# ---- design 1 ----
<file path="src/rtl/cpu_pkg.sv">
// cpu_pkg: shared types for the 8-bit accumulator CPU.
//   opcode_e  : IR opcode encoding (also used by alu_m)
//   state_e   : controller sequencing states; HALTED sits outside the 8 phases
//   strobes_t : datapath strobe bundle produced by the decoder
package cpu_pkg;

  localparam int NUM_PHASES = 8;

  typedef enum logic [2:0] {
    HLT = 3'd0,
    SKZ = 3'd1,
    ADD = 3'd2,
    AND = 3'd3,
    XOR = 3'd4,
    LDA = 3'd5,
    STO = 3'd6,
    JMP = 3'd7
  } opcode_e;

  // The low 3 bits of the 8 phase states are the visible phase number.
  // HALTED uses a fourth bit so it never aliases STORE internally.
  typedef enum logic [3:0] {
    INST_ADDR  = 4'd0,
    INST_FETCH = 4'd1,
    INST_LOAD  = 4'd2,
    IDLE       = 4'd3,
    OP_ADDR    = 4'd4,
    OP_FETCH   = 4'd5,
    ALU_OP     = 4'd6,
    STORE      = 4'd7,
    HALTED     = 4'd8
  } state_e;

  typedef struct packed {
    logic mem_rd;
    logic mem_wr;
    logic load_ir;
    logic load_ac;
    logic inc_pc;
    logic load_pc;
    logic halt;
  } strobes_t;

  // Opcodes that read an operand from memory and load the accumulator.
  function automatic logic is_aluop(opcode_e op);
    return (op == ADD) || (op == AND) || (op == XOR) || (op == LDA);
  endfunction

endpackage

</file>
<file path="src/rtl/ctrl_decode_m.sv">
// ctrl_decode_m: pure combinational decode of controller state, opcode and
// the ALU zero flag into the datapath strobes.
//   state_i  : current controller state
//   opcode_i : IR opcode (only consulted from OP_ADDR onward)
//   zero_i   : accumulator-is-zero flag (only consulted in ALU_OP)
//   strb_o   : decoded strobes
module ctrl_decode_m
  import cpu_pkg::*;
(
  input  state_e   state_i,
  input  opcode_e  opcode_i,
  input  logic     zero_i,
  output strobes_t strb_o
);

  always_comb begin
    strb_o = '0;
    // The fetch phases never look at opcode, so a stale or X opcode there
    // cannot disturb the strobes.
    case (state_i)
      INST_FETCH: strb_o.mem_rd = 1'b1;
      INST_LOAD, IDLE: begin
        strb_o.mem_rd  = 1'b1;
        strb_o.load_ir = 1'b1;
      end
      OP_ADDR: begin
        strb_o.inc_pc = 1'b1;
        strb_o.halt   = (opcode_i == HLT);
      end
      OP_FETCH: strb_o.mem_rd = is_aluop(opcode_i);
      ALU_OP: begin
        strb_o.mem_rd  = is_aluop(opcode_i);
        strb_o.load_ac = is_aluop(opcode_i);
        strb_o.inc_pc  = (opcode_i == SKZ) && zero_i;
        strb_o.load_pc = (opcode_i == JMP);
      end
      STORE: begin
        strb_o.mem_rd  = is_aluop(opcode_i);
        strb_o.load_ac = is_aluop(opcode_i);
        strb_o.inc_pc  = (opcode_i == JMP);
        strb_o.load_pc = (opcode_i == JMP);
        strb_o.mem_wr  = (opcode_i == STO);
      end
      HALTED: strb_o.halt = 1'b1;
      default: strb_o = '0;  // INST_ADDR and unreachable encodings
    endcase
  end

endmodule

</file>
<file path="src/rtl/control_m.sv">
// control_m: sequence controller for the 8-bit accumulator CPU.
// Walks each instruction through 8 phases, enters HALTED on HLT and counts
// retired instructions.
//   clk, rst     : clock, asynchronous active-high reset
//   opcode, zero : IR opcode and ALU zero flag
//   mem_rd .. halt : datapath strobes (combinational from state/opcode)
//   phase        : current phase, 3'b111 while halted
//   instr_count  : retired-instruction counter, wraps
module control_m
  import cpu_pkg::*;
#(
  parameter int CNT_WIDTH = 16
) (
  input  logic                 clk,
  input  logic                 rst,
  input  opcode_e              opcode,
  input  logic                 zero,
  output logic                 mem_rd,
  output logic                 mem_wr,
  output logic                 load_ir,
  output logic                 load_ac,
  output logic                 inc_pc,
  output logic                 load_pc,
  output logic                 halt,
  output logic [2:0]           phase,
  output logic [CNT_WIDTH-1:0] instr_count
);

  state_e               state_q;
  logic [CNT_WIDTH-1:0] cnt_q;
  strobes_t             dec;
  strobes_t             strb;

  always_ff @(posedge clk or posedge rst) begin
    if (rst) begin
      state_q <= INST_ADDR;
      cnt_q   <= '0;
    end else begin
      case (state_q)
        INST_ADDR:  state_q <= INST_FETCH;
        INST_FETCH: state_q <= INST_LOAD;
        INST_LOAD:  state_q <= IDLE;
        IDLE:       state_q <= OP_ADDR;
        OP_ADDR:    state_q <= (opcode == HLT) ? HALTED : OP_FETCH;
        OP_FETCH:   state_q <= ALU_OP;
        ALU_OP:     state_q <= STORE;
        STORE: begin
          state_q <= INST_ADDR;
          cnt_q   <= cnt_q + 1'b1;  // retire on wrap
        end
        HALTED:     state_q <= HALTED;  // only rst leaves
        default:    state_q <= INST_ADDR;
      endcase
    end
  end

  ctrl_decode_m u_dec (
    .state_i  (state_q),
    .opcode_i (opcode),
    .zero_i   (zero),
    .strb_o   (dec)
  );

  // Strobes are forced low for the whole time rst is high, including the
  // part of a cycle before the state register has been cleared.
  assign strb = rst ? '0 : dec;

  assign mem_rd      = strb.mem_rd;
  assign mem_wr      = strb.mem_wr;
  assign load_ir     = strb.load_ir;
  assign load_ac     = strb.load_ac;
  assign inc_pc      = strb.inc_pc;
  assign load_pc     = strb.load_pc;
  assign halt        = strb.halt;
  assign phase       = (state_q == HALTED) ? 3'b111 : state_q[2:0];
  assign instr_count = cnt_q;

endmodule

</file>
<file path="config.mk">
export PLATFORM = sky130hd
export DESIGN_NAME = control_m
export DESIGN_NICKNAME = d
export VERILOG_FILES = /design/src/rtl/cpu_pkg.sv /design/src/rtl/ctrl_decode_m.sv /design/src/rtl/control_m.sv
export SDC_FILE = /design/constraint.sdc
export NUM_CORES = 1
export LEC_CHECK = 0
export CELL_PAD_IN_SITES_DETAIL_PLACEMENT = 1
export CELL_PAD_IN_SITES_GLOBAL_PLACEMENT = 1
export CORE_UTILIZATION = 35
export CTS_BUF_LIST = sky130_fd_sc_hd__clkbuf_16
export CTS_CLUSTER_SIZE = 24
export DETAILED_ROUTE_END_ITERATION = 6
export HOLD_SLACK_MARGIN = 0.08
export PLACE_DENSITY = 0.76
export SYNTH_ARGS = -nofsm -noshare
export SYNTH_HDL_FRONTEND = slang
export SYNTH_SLANG_ARGS = --single-unit
export TNS_END_PERCENT = 1
</file>
<file path="constraint.sdc">
create_clock -name clk -period 1.7 [get_ports clk]
set_input_delay 0.34 -clock clk [delete_from_list [all_inputs] [get_ports clk]]
set_output_delay 0.34 -clock clk [all_outputs]
set_load 0.005 [all_outputs]
</file>
# ---- design 2 ----
## src/rtl/arb_rr_2to1_buf.sv

```systemverilog
// Two-input round-robin arbiter that feeds a single-entry output buffer.
// out_src carries the registered index of the winning port for the downstream 2:1 mux select.
module arb_rr_2to1_buf #(
  parameter int unsigned nbits = 8
) (
  input  logic             clk,
  input  logic             reset,
  input  logic             in0_val,
  output logic             in0_rdy,
  input  logic [nbits-1:0] in0_msg,
  input  logic             in1_val,
  output logic             in1_rdy,
  input  logic [nbits-1:0] in1_msg,
  output logic             out_val,
  input  logic             out_rdy,
  output logic [nbits-1:0] out_msg,
  output logic             out_src
);

  logic             buf_full_q, buf_full_d;
  logic [nbits-1:0] buf_msg_q,  buf_msg_d;
  logic             buf_src_q,  buf_src_d;
  logic             pri_q,      pri_d;

  logic can_accept;
  logic grant;
  logic xfer_in;
  logic xfer_out;

  // Both ready signals are gated by reset so that no transfer completes while reset is held.
  always_comb begin
    can_accept = !buf_full_q || out_rdy;
    grant      = (in0_val && in1_val) ? pri_q : in1_val;
    in0_rdy    = reset && can_accept && in0_val && !grant;
    in1_rdy    = reset && can_accept && in1_val &&  grant;
    xfer_in    = in0_rdy || in1_rdy;
    xfer_out   = reset && buf_full_q && out_rdy;
  end

  always_comb begin
    buf_full_d = buf_full_q;
    buf_msg_d  = buf_msg_q;
    buf_src_d  = buf_src_q;
    pri_d      = pri_q;
    if (xfer_in) begin
      buf_full_d = 1'b1;
      buf_msg_d  = grant ? in1_msg : in0_msg;
      buf_src_d  = grant;
      pri_d      = !grant;
    end else if (xfer_out) begin
      buf_full_d = 1'b0;
    end
  end

  always_ff @(posedge clk) begin
    if (!reset) begin
      buf_full_q <= 1'b0;
      buf_msg_q  <= '0;
      buf_src_q  <= 1'b0;
      pri_q      <= 1'b0;
    end else begin
      buf_full_q <= buf_full_d;
      buf_msg_q  <= buf_msg_d;
      buf_src_q  <= buf_src_d;
      pri_q      <= pri_d;
    end
  end

  assign out_val = buf_full_q;
  assign out_msg = buf_msg_q;
  assign out_src = buf_src_q;

endmodule

```

## config.mk

```make
export PLATFORM = sky130hd
export DESIGN_NAME = arb_rr_2to1_buf
export DESIGN_NICKNAME = d
export VERILOG_FILES = /design/src/rtl/arb_rr_2to1_buf.sv
export SDC_FILE = /design/constraint.sdc
export NUM_CORES = 1
export LEC_CHECK = 0
export ABC_CLOCK_PERIOD_IN_PS = 1150
export CORE_MARGIN = 4
export CORE_UTILIZATION = 36
export CTS_CLUSTER_DIAMETER = 80
export DETAILED_ROUTE_END_ITERATION = 12
export HOLD_SLACK_MARGIN = 0.12
export PLACE_DENSITY = 0.87
export SLEW_MARGIN = 5
export SYNTH_ARGS = -nofsm -noshare
export SYNTH_HDL_FRONTEND = slang
export SYNTH_SLANG_ARGS = --single-unit
```

## constraint.sdc

```tcl
create_clock -name clk -period 1.15 [get_ports clk]
set_input_delay 0.23 -clock clk [delete_from_list [all_inputs] [get_ports clk]]
set_output_delay 0.23 -clock clk [all_outputs]
set_load 0.01 [all_outputs]
```


==> layout pictures side by side <==
Power grid.
shot_01.png
Scale bar: 20 um. Pins as bars on the die edge.
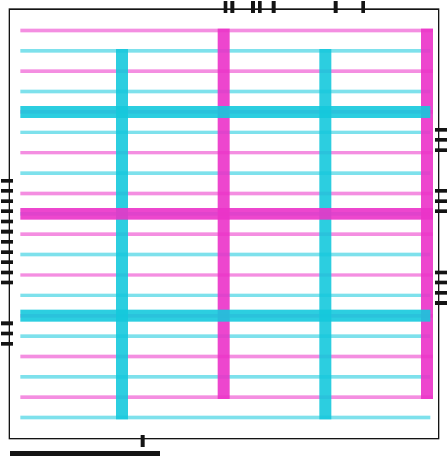
shot_02.png
Scale bar: 10 um. Pins as bars on the die edge.
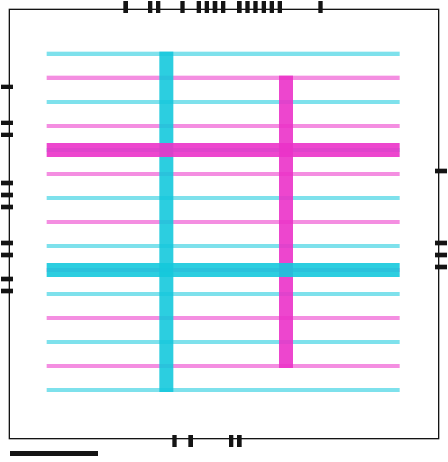
- largest die: shot_01.png
| from | picture |
|---|---|
| design 1 | shot_01.png |
| design 2 | shot_02.png |

design_1/final_congestion.png
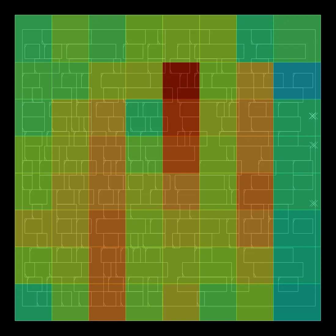
most used routing layer: met2
met1 Usage GRT: 26.1%

==> flow_summary.yaml, design 1 <==
# physical design summary
outcome:
  violations: "design-rule violations, negative setup slack"
  status: "finished with violations"
drt:
  totalWireLength_um: 3140
  drt_iter0_drc: 19
  drc: 7
yosys:
  synth.top_cell.area_share_pct: 47.1
  synth.distinct_cells: 33
sta:
  timing.final.crit_share_pct: 111
  postLayoutSetupSlackWorst_ns: -0.186
  timing.hold.ws_ns: 0.470
  setup_viol: 6
critical_path:
  reg2reg_to: "state_q[2]$_DFF_PP0_"
  r2r_slack_ns: 0.04
cells_and_area:
  seq_area_um2: 502
grt:
  grt_max_degree: 21
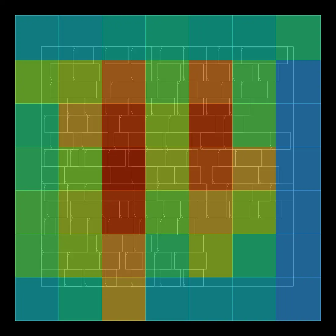
design_2/final_congestion.png
total track usage: 16.2%
routed len/inst: 15.8 um
grt met2 use: 29.8%
most used routing layer: met2

==> flow_summary.yaml, design 2 <==
# physical design summary
drt:
  topRoutingLayerUsed: "met4"
  met2WireLength_um: 951
critical_path:
  crit_type: "reg -> out"
  reg2reg_to: "out_msg[5]$_SDFFE_PN0P_"
  crit_path_end: "in1_rdy"
floorplan:
  die-height_um: 48.5
sta:
  postLayoutSetupSlackWorst_ns: -0.235
  setup_viol: 2
grt:
  grt_pass1_wl_um: 3050
cells_and_area:
  utilization_pct: 68.4
  fill_cells: 132
outcome:
  violations: "negative setup slack"
  status: "finished with violations"
power:
  p_clk_share_pct: 26.0
yosys:
  synth_chip_area_um2: 591
  syn_nets: 78
clock_network:
  clock.latency.late_pin_ns: 0.27

# ---- design 3 ----
design_3/final_congestion.png
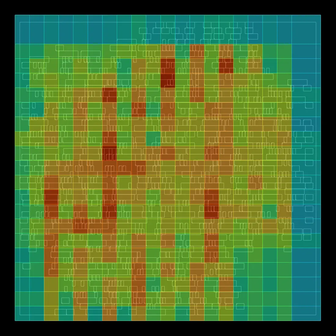

**config.mk**
```make
export PLATFORM = sky130hd
export DESIGN_NAME = cla_pipe_adder
export DESIGN_NICKNAME = d
export VERILOG_FILES = /design/src/rtl/cla_pkg.sv /design/src/rtl/cla_seg.sv /design/src/rtl/cla_pipe_adder.sv
export SDC_FILE = /design/constraint.sdc
export NUM_CORES = 1
export LEC_CHECK = 0
export ABC_AREA = 0
export CAP_MARGIN = 30
export CORE_MARGIN = 2
export CORE_UTILIZATION = 40
export DETAILED_ROUTE_END_ITERATION = 7
export GPL_TIMING_DRIVEN = 0
export PLACE_DENSITY = 0.61
export SLEW_MARGIN = 20
export SYNTH_ARGS = -nofsm -noshare
export SYNTH_HDL_FRONTEND = slang
export SYNTH_SLANG_ARGS = --single-unit
export TNS_END_PERCENT = 20
```
**constraint.sdc**
```tcl
create_clock -name clk -period 3.35 [get_ports clk]
set_input_delay 0.67 -clock clk [delete_from_list [all_inputs] [get_ports clk]]
set_output_delay 0.67 -clock clk [all_outputs]
set_load 0.02 [all_outputs]
```
**src/rtl/cla_pkg.sv**
```systemverilog
// Shared defaults and stage-count derivation for the pipelined carry-lookahead adder.
package cla_pkg;

    localparam int unsigned CLA_WIDTH = 32;
    localparam int unsigned CLA_SEG   = 8;

    function automatic int unsigned cla_nstage(input int unsigned width, input int unsigned seg);
        return (seg == 0) ? 0 : width / seg;
    endfunction

endpackage

```
**src/rtl/cla_seg.sv**
```systemverilog
// Combinational SEG-bit carry-lookahead adder; also exposes the carry into its MSB.
module cla_seg
    import cla_pkg::*;
#(
    parameter int unsigned SEG = CLA_SEG
) (
    input  logic [SEG-1:0] a,
    input  logic [SEG-1:0] b,
    input  logic           ci,
    output logic [SEG-1:0] s,
    output logic           co,
    output logic           c_msb
);

    logic [SEG-1:0] g;
    logic [SEG-1:0] p;
    logic [SEG:0]   c;

    assign g = a & b;
    assign p = a ^ b;

    // Each carry is the flattened lookahead sum of products, not a ripple chain.
    always_comb begin
        logic term;
        term = 1'b0;
        c    = '0;
        c[0] = ci;
        for (int i = 0; i < SEG; i++) begin
            for (int j = 0; j <= i; j++) begin
                term = g[j];
                for (int m = j + 1; m <= i; m++) begin
                    term = term & p[m];
                end
                c[i+1] = c[i+1] | term;
            end
            term = ci;
            for (int m = 0; m <= i; m++) begin
                term = term & p[m];
            end
            c[i+1] = c[i+1] | term;
        end
    end

    assign s     = p ^ c[SEG-1:0];
    assign co    = c[SEG];
    assign c_msb = c[SEG-1];

endmodule

```
**src/rtl/cla_pipe_adder.sv**
```systemverilog
// Pipelined adder, one CLA segment per stage, valid/ready handshake with global stall.
// Define CLA_PIPE_ADDER_OVF_EN to add the registered two's-complement overflow port ovf.
module cla_pipe_adder
    import cla_pkg::*;
#(
    parameter int unsigned WIDTH = CLA_WIDTH,
    parameter int unsigned SEG   = CLA_SEG
) (
    input  logic             clk,
    input  logic             rst_n,
    input  logic [WIDTH-1:0] a,
    input  logic [WIDTH-1:0] b,
    input  logic             c0,
    input  logic             in_valid,
    output logic             in_ready,
    output logic [WIDTH-1:0] sum,
    output logic             cout,
`ifdef CLA_PIPE_ADDER_OVF_EN
    output logic             ovf,
`endif
    output logic             out_valid,
    input  logic             out_ready
);

    localparam int unsigned NSTAGE = cla_nstage(WIDTH, SEG);

    if ((SEG < 2) || (NSTAGE < 1) || ((WIDTH % SEG) != 0)) begin : g_bad_cfg
        $error("cla_pipe_adder: WIDTH must be a nonzero multiple of SEG and SEG >= 2");
    end

    logic [WIDTH-1:0] a_q [NSTAGE];
    logic [WIDTH-1:0] b_q [NSTAGE];
    logic [WIDTH-1:0] s_q [NSTAGE];
    logic             c_q [NSTAGE];
    logic             v_q [NSTAGE];

    logic [WIDTH-1:0] a_in [NSTAGE];
    logic [WIDTH-1:0] b_in [NSTAGE];
    logic             c_in [NSTAGE];
    logic [WIDTH-1:0] s_d  [NSTAGE];

    logic [SEG-1:0]   seg_s  [NSTAGE];
    logic             seg_co [NSTAGE];
    logic             seg_cm [NSTAGE];

    logic             advance;
    logic             unused_tail;

    assign advance   = !out_valid || out_ready;
    assign in_ready  = advance;
    assign sum       = s_q[NSTAGE-1];
    assign cout      = c_q[NSTAGE-1];
    assign out_valid = v_q[NSTAGE-1];

    // Full operand words ride along so stage k can pick its own segment.
    always_comb begin
        a_in[0] = a;
        b_in[0] = b;
        c_in[0] = c0;
        for (int k = 1; k < NSTAGE; k++) begin
            a_in[k] = a_q[k-1];
            b_in[k] = b_q[k-1];
            c_in[k] = c_q[k-1];
        end
    end

    always_comb begin
        s_d[0]          = '0;
        s_d[0][SEG-1:0] = seg_s[0];
        for (int k = 1; k < NSTAGE; k++) begin
            s_d[k]                = s_q[k-1];
            s_d[k][k*SEG +: SEG]  = seg_s[k];
        end
    end

    for (genvar k = 0; k < NSTAGE; k++) begin : g_seg
        cla_seg #(
            .SEG (SEG)
        ) u_seg (
            .a     (a_in[k][k*SEG +: SEG]),
            .b     (b_in[k][k*SEG +: SEG]),
            .ci    (c_in[k]),
            .s     (seg_s[k]),
            .co    (seg_co[k]),
            .c_msb (seg_cm[k])
        );
    end

    always_ff @(posedge clk or negedge rst_n) begin
        if (!rst_n) begin
            for (int k = 0; k < NSTAGE; k++) begin
                a_q[k] <= '0;
                b_q[k] <= '0;
                s_q[k] <= '0;
                c_q[k] <= 1'b0;
                v_q[k] <= 1'b0;
            end
        end else if (advance) begin
            v_q[0] <= in_valid;
            for (int k = 1; k < NSTAGE; k++) begin
                v_q[k] <= v_q[k-1];
            end
            for (int k = 0; k < NSTAGE; k++) begin
                a_q[k] <= a_in[k];
                b_q[k] <= b_in[k];
                s_q[k] <= s_d[k];
                c_q[k] <= seg_co[k];
            end
        end
    end

`ifdef CLA_PIPE_ADDER_OVF_EN
    always_ff @(posedge clk or negedge rst_n) begin
        if (!rst_n) begin
            ovf <= 1'b0;
        end else if (advance) begin
            ovf <= seg_cm[NSTAGE-1] ^ seg_co[NSTAGE-1];
        end
    end
`endif

    // Last-stage operand copies and the per-segment MSB carries have no consumer.
    always_comb begin
        unused_tail = ^{a_q[NSTAGE-1], b_q[NSTAGE-1]};
        for (int k = 0; k < NSTAGE; k++) begin
            unused_tail = unused_tail ^ seg_cm[k];
        end
    end

endmodule

```
# ---- design 4 ----
`src/rtl/laser_shot.sv`:
```
// Hunter laser controller: latches the shot column on a fire press, streams the
// laser pixels, scores bird hits, then holds, erases and cools down before re-arming.
module laser_shot #(
    parameter logic [6:0] HUNTER_Y     = 7'd112,
    parameter logic [3:0] LASER_FRAMES = 4'd6,
    parameter logic [5:0] COOL_FRAMES  = 6'd30,
    parameter logic [2:0] LASER_COLOUR = 3'b010
) (
    input  logic        clock,
    input  logic        reset,
    input  logic        one_frame,
    input  logic        fire,
    input  logic [7:0]  hunter_x,
    input  logic [55:0] bird_x,
    input  logic [48:0] bird_y,
    input  logic [6:0]  bird_on,
    input  logic        grant,
    output logic        req,
    output logic [7:0]  x_out,
    output logic [6:0]  y_out,
    output logic [2:0]  colour,
    output logic [6:0]  kill,
    output logic [7:0]  score,
    output logic        busy
);

    // Pixel handshake: a pixel is offered while req=1 and is consumed on any
    // cycle where grant=1; with grant=0 the pixel outputs hold. grant is
    // ignored whenever req=0.

    typedef enum logic [2:0] {
        S_IDLE,
        S_DRAW,
        S_HIT_CHECK,
        S_HOLD,
        S_ERASE,
        S_COOLDOWN
    } state_t;

    localparam logic [6:0] Y_TOP      = HUNTER_Y - 7'd1;
    localparam logic [5:0] LASER_LAST = {2'b00, LASER_FRAMES} - 6'd1;
    localparam logic [5:0] COOL_LAST  = COOL_FRAMES - 6'd1;

    state_t      state_q, state_d;
    logic        fire_d_q, fire_d_d;
    logic [7:0]  shot_x_q, shot_x_d;
    logic [6:0]  y_q, y_d;
    logic [5:0]  cnt_q, cnt_d;
    logic [7:0]  score_q, score_d;

    logic        press;
    logic [6:0]  hit;
    logic [7:0]  diff [7];
    logic [3:0]  hit_cnt;
    logic [8:0]  score_sum;

    assign press = fire & ~fire_d_q;

    // Column distance is taken mod 256 so a bird just right of the laser near
    // the screen edge still wraps correctly.
    always_comb begin
        hit     = '0;
        hit_cnt = '0;
        for (int i = 0; i < 7; i++) begin
            diff[i] = bird_x[8*i +: 8] - shot_x_q;
            hit[i]  = bird_on[i] && (diff[i] <= 8'd5) && (bird_y[7*i +: 7] < HUNTER_Y);
            hit_cnt = hit_cnt + {3'b000, hit[i]};
        end
        score_sum = {1'b0, score_q} + {5'b00000, hit_cnt};
    end

    always_comb begin
        state_d  = state_q;
        fire_d_d = fire;
        shot_x_d = shot_x_q;
        y_d      = y_q;
        cnt_d    = cnt_q;
        score_d  = score_q;

        case (state_q)
            S_IDLE: begin
                if (press) begin
                    state_d  = S_DRAW;
                    shot_x_d = hunter_x;
                    y_d      = Y_TOP;
                end
            end
            S_DRAW: begin
                if (grant) begin
                    if (y_q == 7'd0) begin
                        state_d = S_HIT_CHECK;
                    end else begin
                        y_d = y_q - 7'd1;
                    end
                end
            end
            S_HIT_CHECK: begin
                state_d = S_HOLD;
                cnt_d   = '0;
                score_d = score_sum[8] ? 8'hff : score_sum[7:0];
            end
            S_HOLD: begin
                if (one_frame) begin
                    if (cnt_q == LASER_LAST) begin
                        state_d = S_ERASE;
                        y_d     = Y_TOP;
                        cnt_d   = '0;
                    end else begin
                        cnt_d = cnt_q + 6'd1;
                    end
                end
            end
            S_ERASE: begin
                if (grant) begin
                    if (y_q == 7'd0) begin
                        state_d = S_COOLDOWN;
                        cnt_d   = '0;
                    end else begin
                        y_d = y_q - 7'd1;
                    end
                end
            end
            S_COOLDOWN: begin
                if (one_frame) begin
                    if (cnt_q == COOL_LAST) begin
                        state_d = S_IDLE;
                        cnt_d   = '0;
                    end else begin
                        cnt_d = cnt_q + 6'd1;
                    end
                end
            end
            default: begin
                state_d = S_IDLE;
            end
        endcase
    end

    // fire_d resets high so a button held through reset cannot fire.
    always_ff @(posedge clock) begin
        if (reset) begin
            state_q  <= S_IDLE;
            fire_d_q <= 1'b1;
            shot_x_q <= '0;
            y_q      <= '0;
            cnt_q    <= '0;
            score_q  <= '0;
        end else begin
            state_q  <= state_d;
            fire_d_q <= fire_d_d;
            shot_x_q <= shot_x_d;
            y_q      <= y_d;
            cnt_q    <= cnt_d;
            score_q  <= score_d;
        end
    end

    assign req    = (state_q == S_DRAW) || (state_q == S_ERASE);
    assign x_out  = shot_x_q;
    assign y_out  = y_q;
    assign colour = (state_q == S_DRAW) ? LASER_COLOUR : 3'b000;
    assign kill   = (state_q == S_HIT_CHECK) ? hit : 7'b0000000;
    assign score  = score_q;
    assign busy   = (state_q != S_IDLE);

endmodule

```
`config.mk`:
```
export PLATFORM = sky130hd
export DESIGN_NAME = laser_shot
export DESIGN_NICKNAME = d
export VERILOG_FILES = /design/src/rtl/laser_shot.sv
export SDC_FILE = /design/constraint.sdc
export NUM_CORES = 1
export LEC_CHECK = 0
export CAP_MARGIN = 40
export CORE_UTILIZATION = 28
export CTS_CLUSTER_DIAMETER = 40
export DETAILED_ROUTE_END_ITERATION = 10
export PLACE_DENSITY = 0.61
export SLEW_MARGIN = 20
export SYNTH_ARGS = -nofsm -noshare
export SYNTH_HDL_FRONTEND = slang
export SYNTH_SLANG_ARGS = --single-unit
```
`constraint.sdc`:
```
create_clock -name clock -period 18.75 [get_ports clock]
set_input_delay 3.75 -clock clock [delete_from_list [all_inputs] [get_ports clock]]
set_output_delay 3.75 -clock clock [all_outputs]
set_load 0.1 [all_outputs]
```

==> gallery <==
Power grid.
Scale bar: 50 um. Pins as bars on the die edge.
picture 1
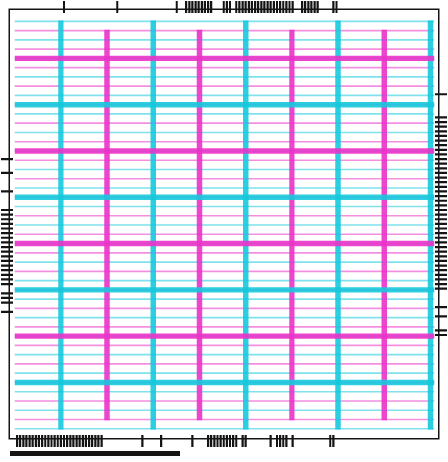
picture 2
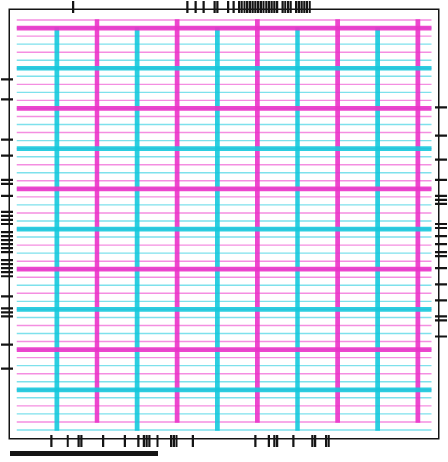
- most pins: picture 1
- largest die: picture 2
design 4 -> picture 1
design 3 -> picture 2

Key to picture 2:
color	net
magenta	VDD
cyan	VSS
signal pins	104
rows	51
met4 straps	10
met1 rails	52
met5 straps	10

design_3/cell_classes.png
Scale bar: 50 um.
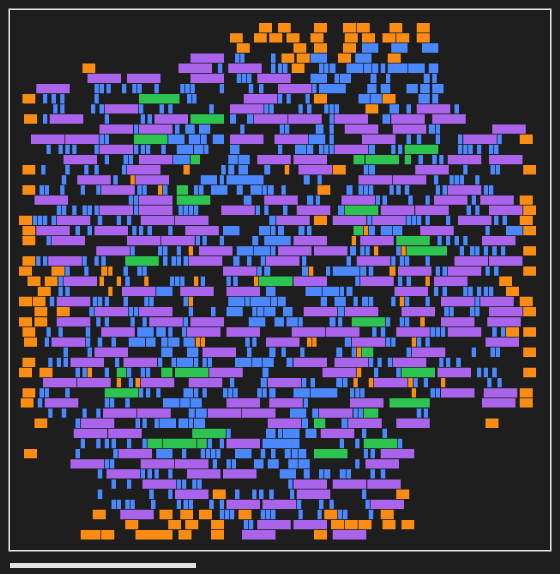
color	class	cells	share of their area
orange	other buffers and delay cells	142	13%
blue	all other logic	643	33%
green	clock drivers and dummy loads	32	6.4%
purple	flip-flops	184	48%

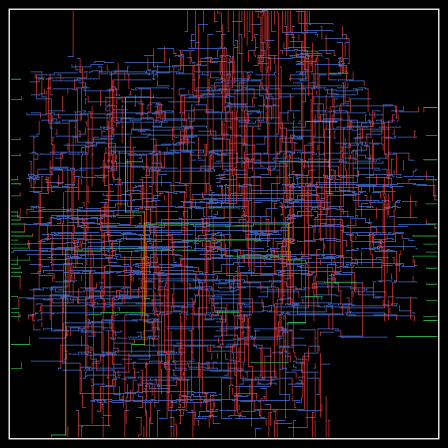
design_3/metal_stack.png
color	layer	wire length
blue	met1	8440 um
green	met3	478 um
red	met2	8340 um
orange	met4	183 um

## Picture notes: design_3/final_congestion.png
most used routing layer: met2
routed len/inst: 13.8 um
total track usage: 18.1%
grt met2 use: 29.5%

==> flow_summary.yaml, design 3 <==
# physical design summary
cells_and_area:
  stdcell_count: 1266
  buffers: 142
  lay_top_cells: "nand2_1, dfrtp_1, clkdlybuf4s50_1"
  buf_share_pct: 12.2
  seq_area_um2: 4600
  diodes: 0
  comb_cells: 626
  drive_above_1_share_pct: 4.60
  comb_area_share_pct: 31.3
  clock_buffers: 17
  final_cell_area_um2: 9940
  n_all_inverters: 17
  clock_area_share_pct: 6.21
place:
  dp_cells: 1236
  port_buffers: 103
  place_area_um2: 9330
drt:
  totalWireLength_um: 17400
  wl_met3_um: 477
  met2WireLength_um: 8340
  final_antenna_net_count: 0
grt:
  grt_max_degree: 99
  grt_use_met3_pct: 3.26
worst_hold_path:
  hold_path_class: "in -> async"
power:
  power_leader: "sequential cells"
  peakVddDrop_v: 0.000459
  p_clk_share_pct: 22.2
  seqPwrFrac_pct: 39.4
  swShare_pct: 37.3
clock_network:
  postCtsSetupRepairBufs: 0
  ctsHoldBuffers: 0
  cts_resized: 0
  cts_buffers: 17
  htreeDepth: 4
floorplan:
  die_w_um: 145
  die-height_um: 145
sta:
  fmax_ghz: 0.310
  tns_ns: 0
  hold_viol: 0
  clock_skew_ns: 0.00887
  timing.final.crit_share_pct: 96.2
flow_run:
  maxCapViolations: 0
yosys:
  ys.flop_type: "dfrtp_1"
  yosysSeqAreaShare_pct: 58.0
  yosysCellCount: 867
  synth_chip_area_um2: 7930
  ys_ff: 184
  syn_nets: 976
critical_path:
  cp-end-kind: "primary output"
  crit_fanout: 26
  rr_worst_depth: 7
outcome:
  status: "finished clean"
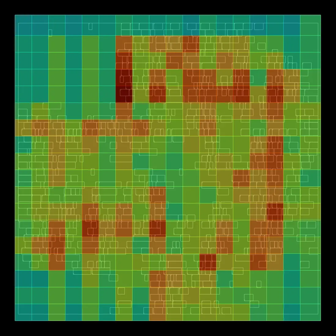
design_4/final_congestion.png
met1 Usage GRT: 20.6%
most used routing layer: met2
post-layout util: 43.8%

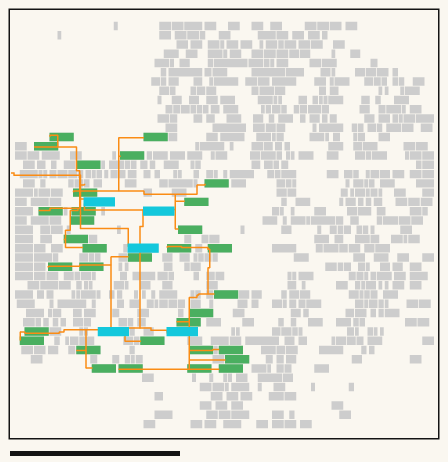
design_4/clock_map.png
Scale bar: 50 um.
[cyan] cells driving clock nets | count: 5
[green] flip-flops | count: 33
[orange] clock wires | length: 511 um
routed clock nets	6
clock skew: 0.00409 ns
Clk pwr share: 26.5%
P_clk: 79.2 uW
Skew-Pair Late Insertion Delay: 0.28 ns

==> flow_summary.yaml, design 4 <==
# physical design summary
outcome:
  status: "finished clean"
grt:
  gr-usage-met2_pct: 30.9
  grt_pass1_wl_um: 21600
  antenna_found_initial: 0
  grt_use_total_pct: 16.7
  grt_pass1_vias: 4570
  gr-total-overflow: 0
cells_and_area:
  seq_share_pct: 10.2
  clock_area_share_pct: 2.21
  lay_top_cells: "clkdlybuf4s50_1, ha_1, a21oi_1"
  seq_area_um2: 661
  final_cell_area_um2: 6460
  layout.area.top_class: "logic gates"
  stdcell_count: 884
yosys:
  synth_dominant_cell_count: "ha_1"
  simple_gate_area_share_pct: 23.3
  synthAoiAreaFrac_pct: 25.7
  synthArstFlopShare_pct: 0
  synth_area_um2: 4290
  yosysSeqAreaShare_pct: 15.4
  top_area_cell: "ha_1"
  synth_chip_area_um2: 4290
drt:
  num_vias: 4612
  wl_per_cell_um: 15.2
  wl_met3_um: 583
  drc: 0
power:
  power.total_uw: 299
  seqPwrFrac_pct: 26.1
  swShare_pct: 37.6
  leakagePower_nw: 2.64
sta:
  setup_viol: 0
  slew_violations: 0
  timing.final.crit_share_pct: 56.8
  min_period_ns: 10.66
  hold_viol: 0
  tns_ns: 0
  rsz0062_at_grt: "no"
worst_hold_path:
  hold_depth: 2
  hold_path_class: "reg -> reg"
critical_path:
  arrival_ns: 6.91
  reg2reg_from: "x_out[1]$_SDFFE_PP0P_"
  cp_num_cells: 11
  r2r_slack_ns: 12.43
  crit_type: "in -> out"
floorplan:
  fp_util_pct: 29.1
  die-height_um: 126
  ios: 160
place:
  port_buffers: 129
clock_network:
  cts_sinks: 33
  postCtsSetupRepairBufs: 0
flow_run:
  maxCapViolations: 0


==> screenshots <==
Placed cells, one color a class.
image #1
Scale bar: 10 um.
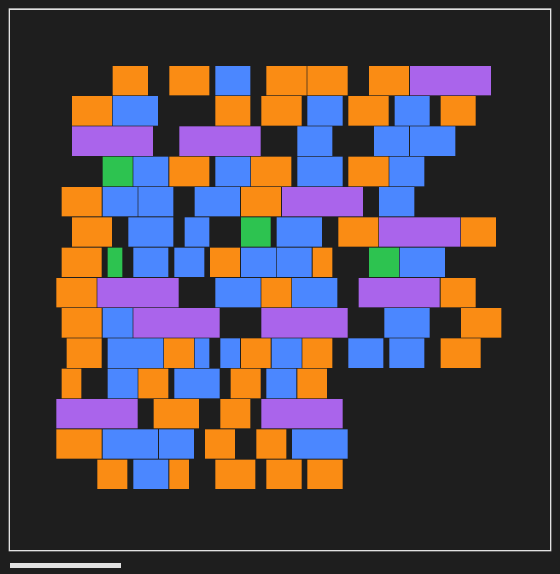
image #2
Scale bar: 50 um.
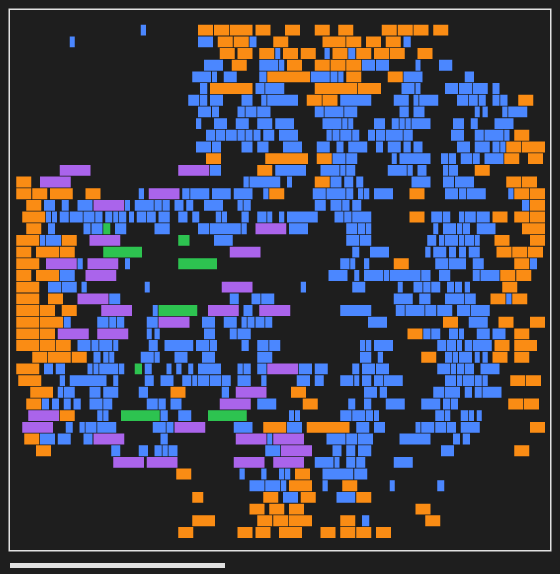
image #3
Scale bar: 20 um.
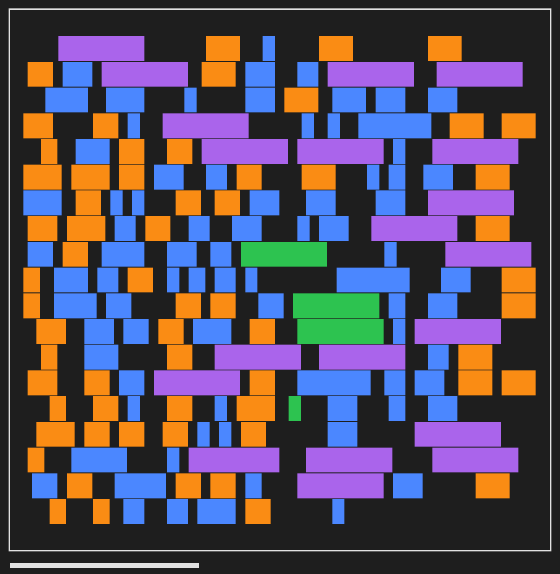
| from | picture |
|---|---|
| design 1 | image #3 |
| design 2 | image #1 |
| design 4 | image #2 |
Of these, fewest sequential cells: image #1
Of these, fewest cells: image #1

Key to image #1:
color	class	cells	share of their area
orange	other buffers and delay cells	45	39%
purple	flip-flops	11	22%
blue	all other logic	40	37%
green	clock drivers and dummy loads	4	2.6%

Power and IR drop assume default switching activity.
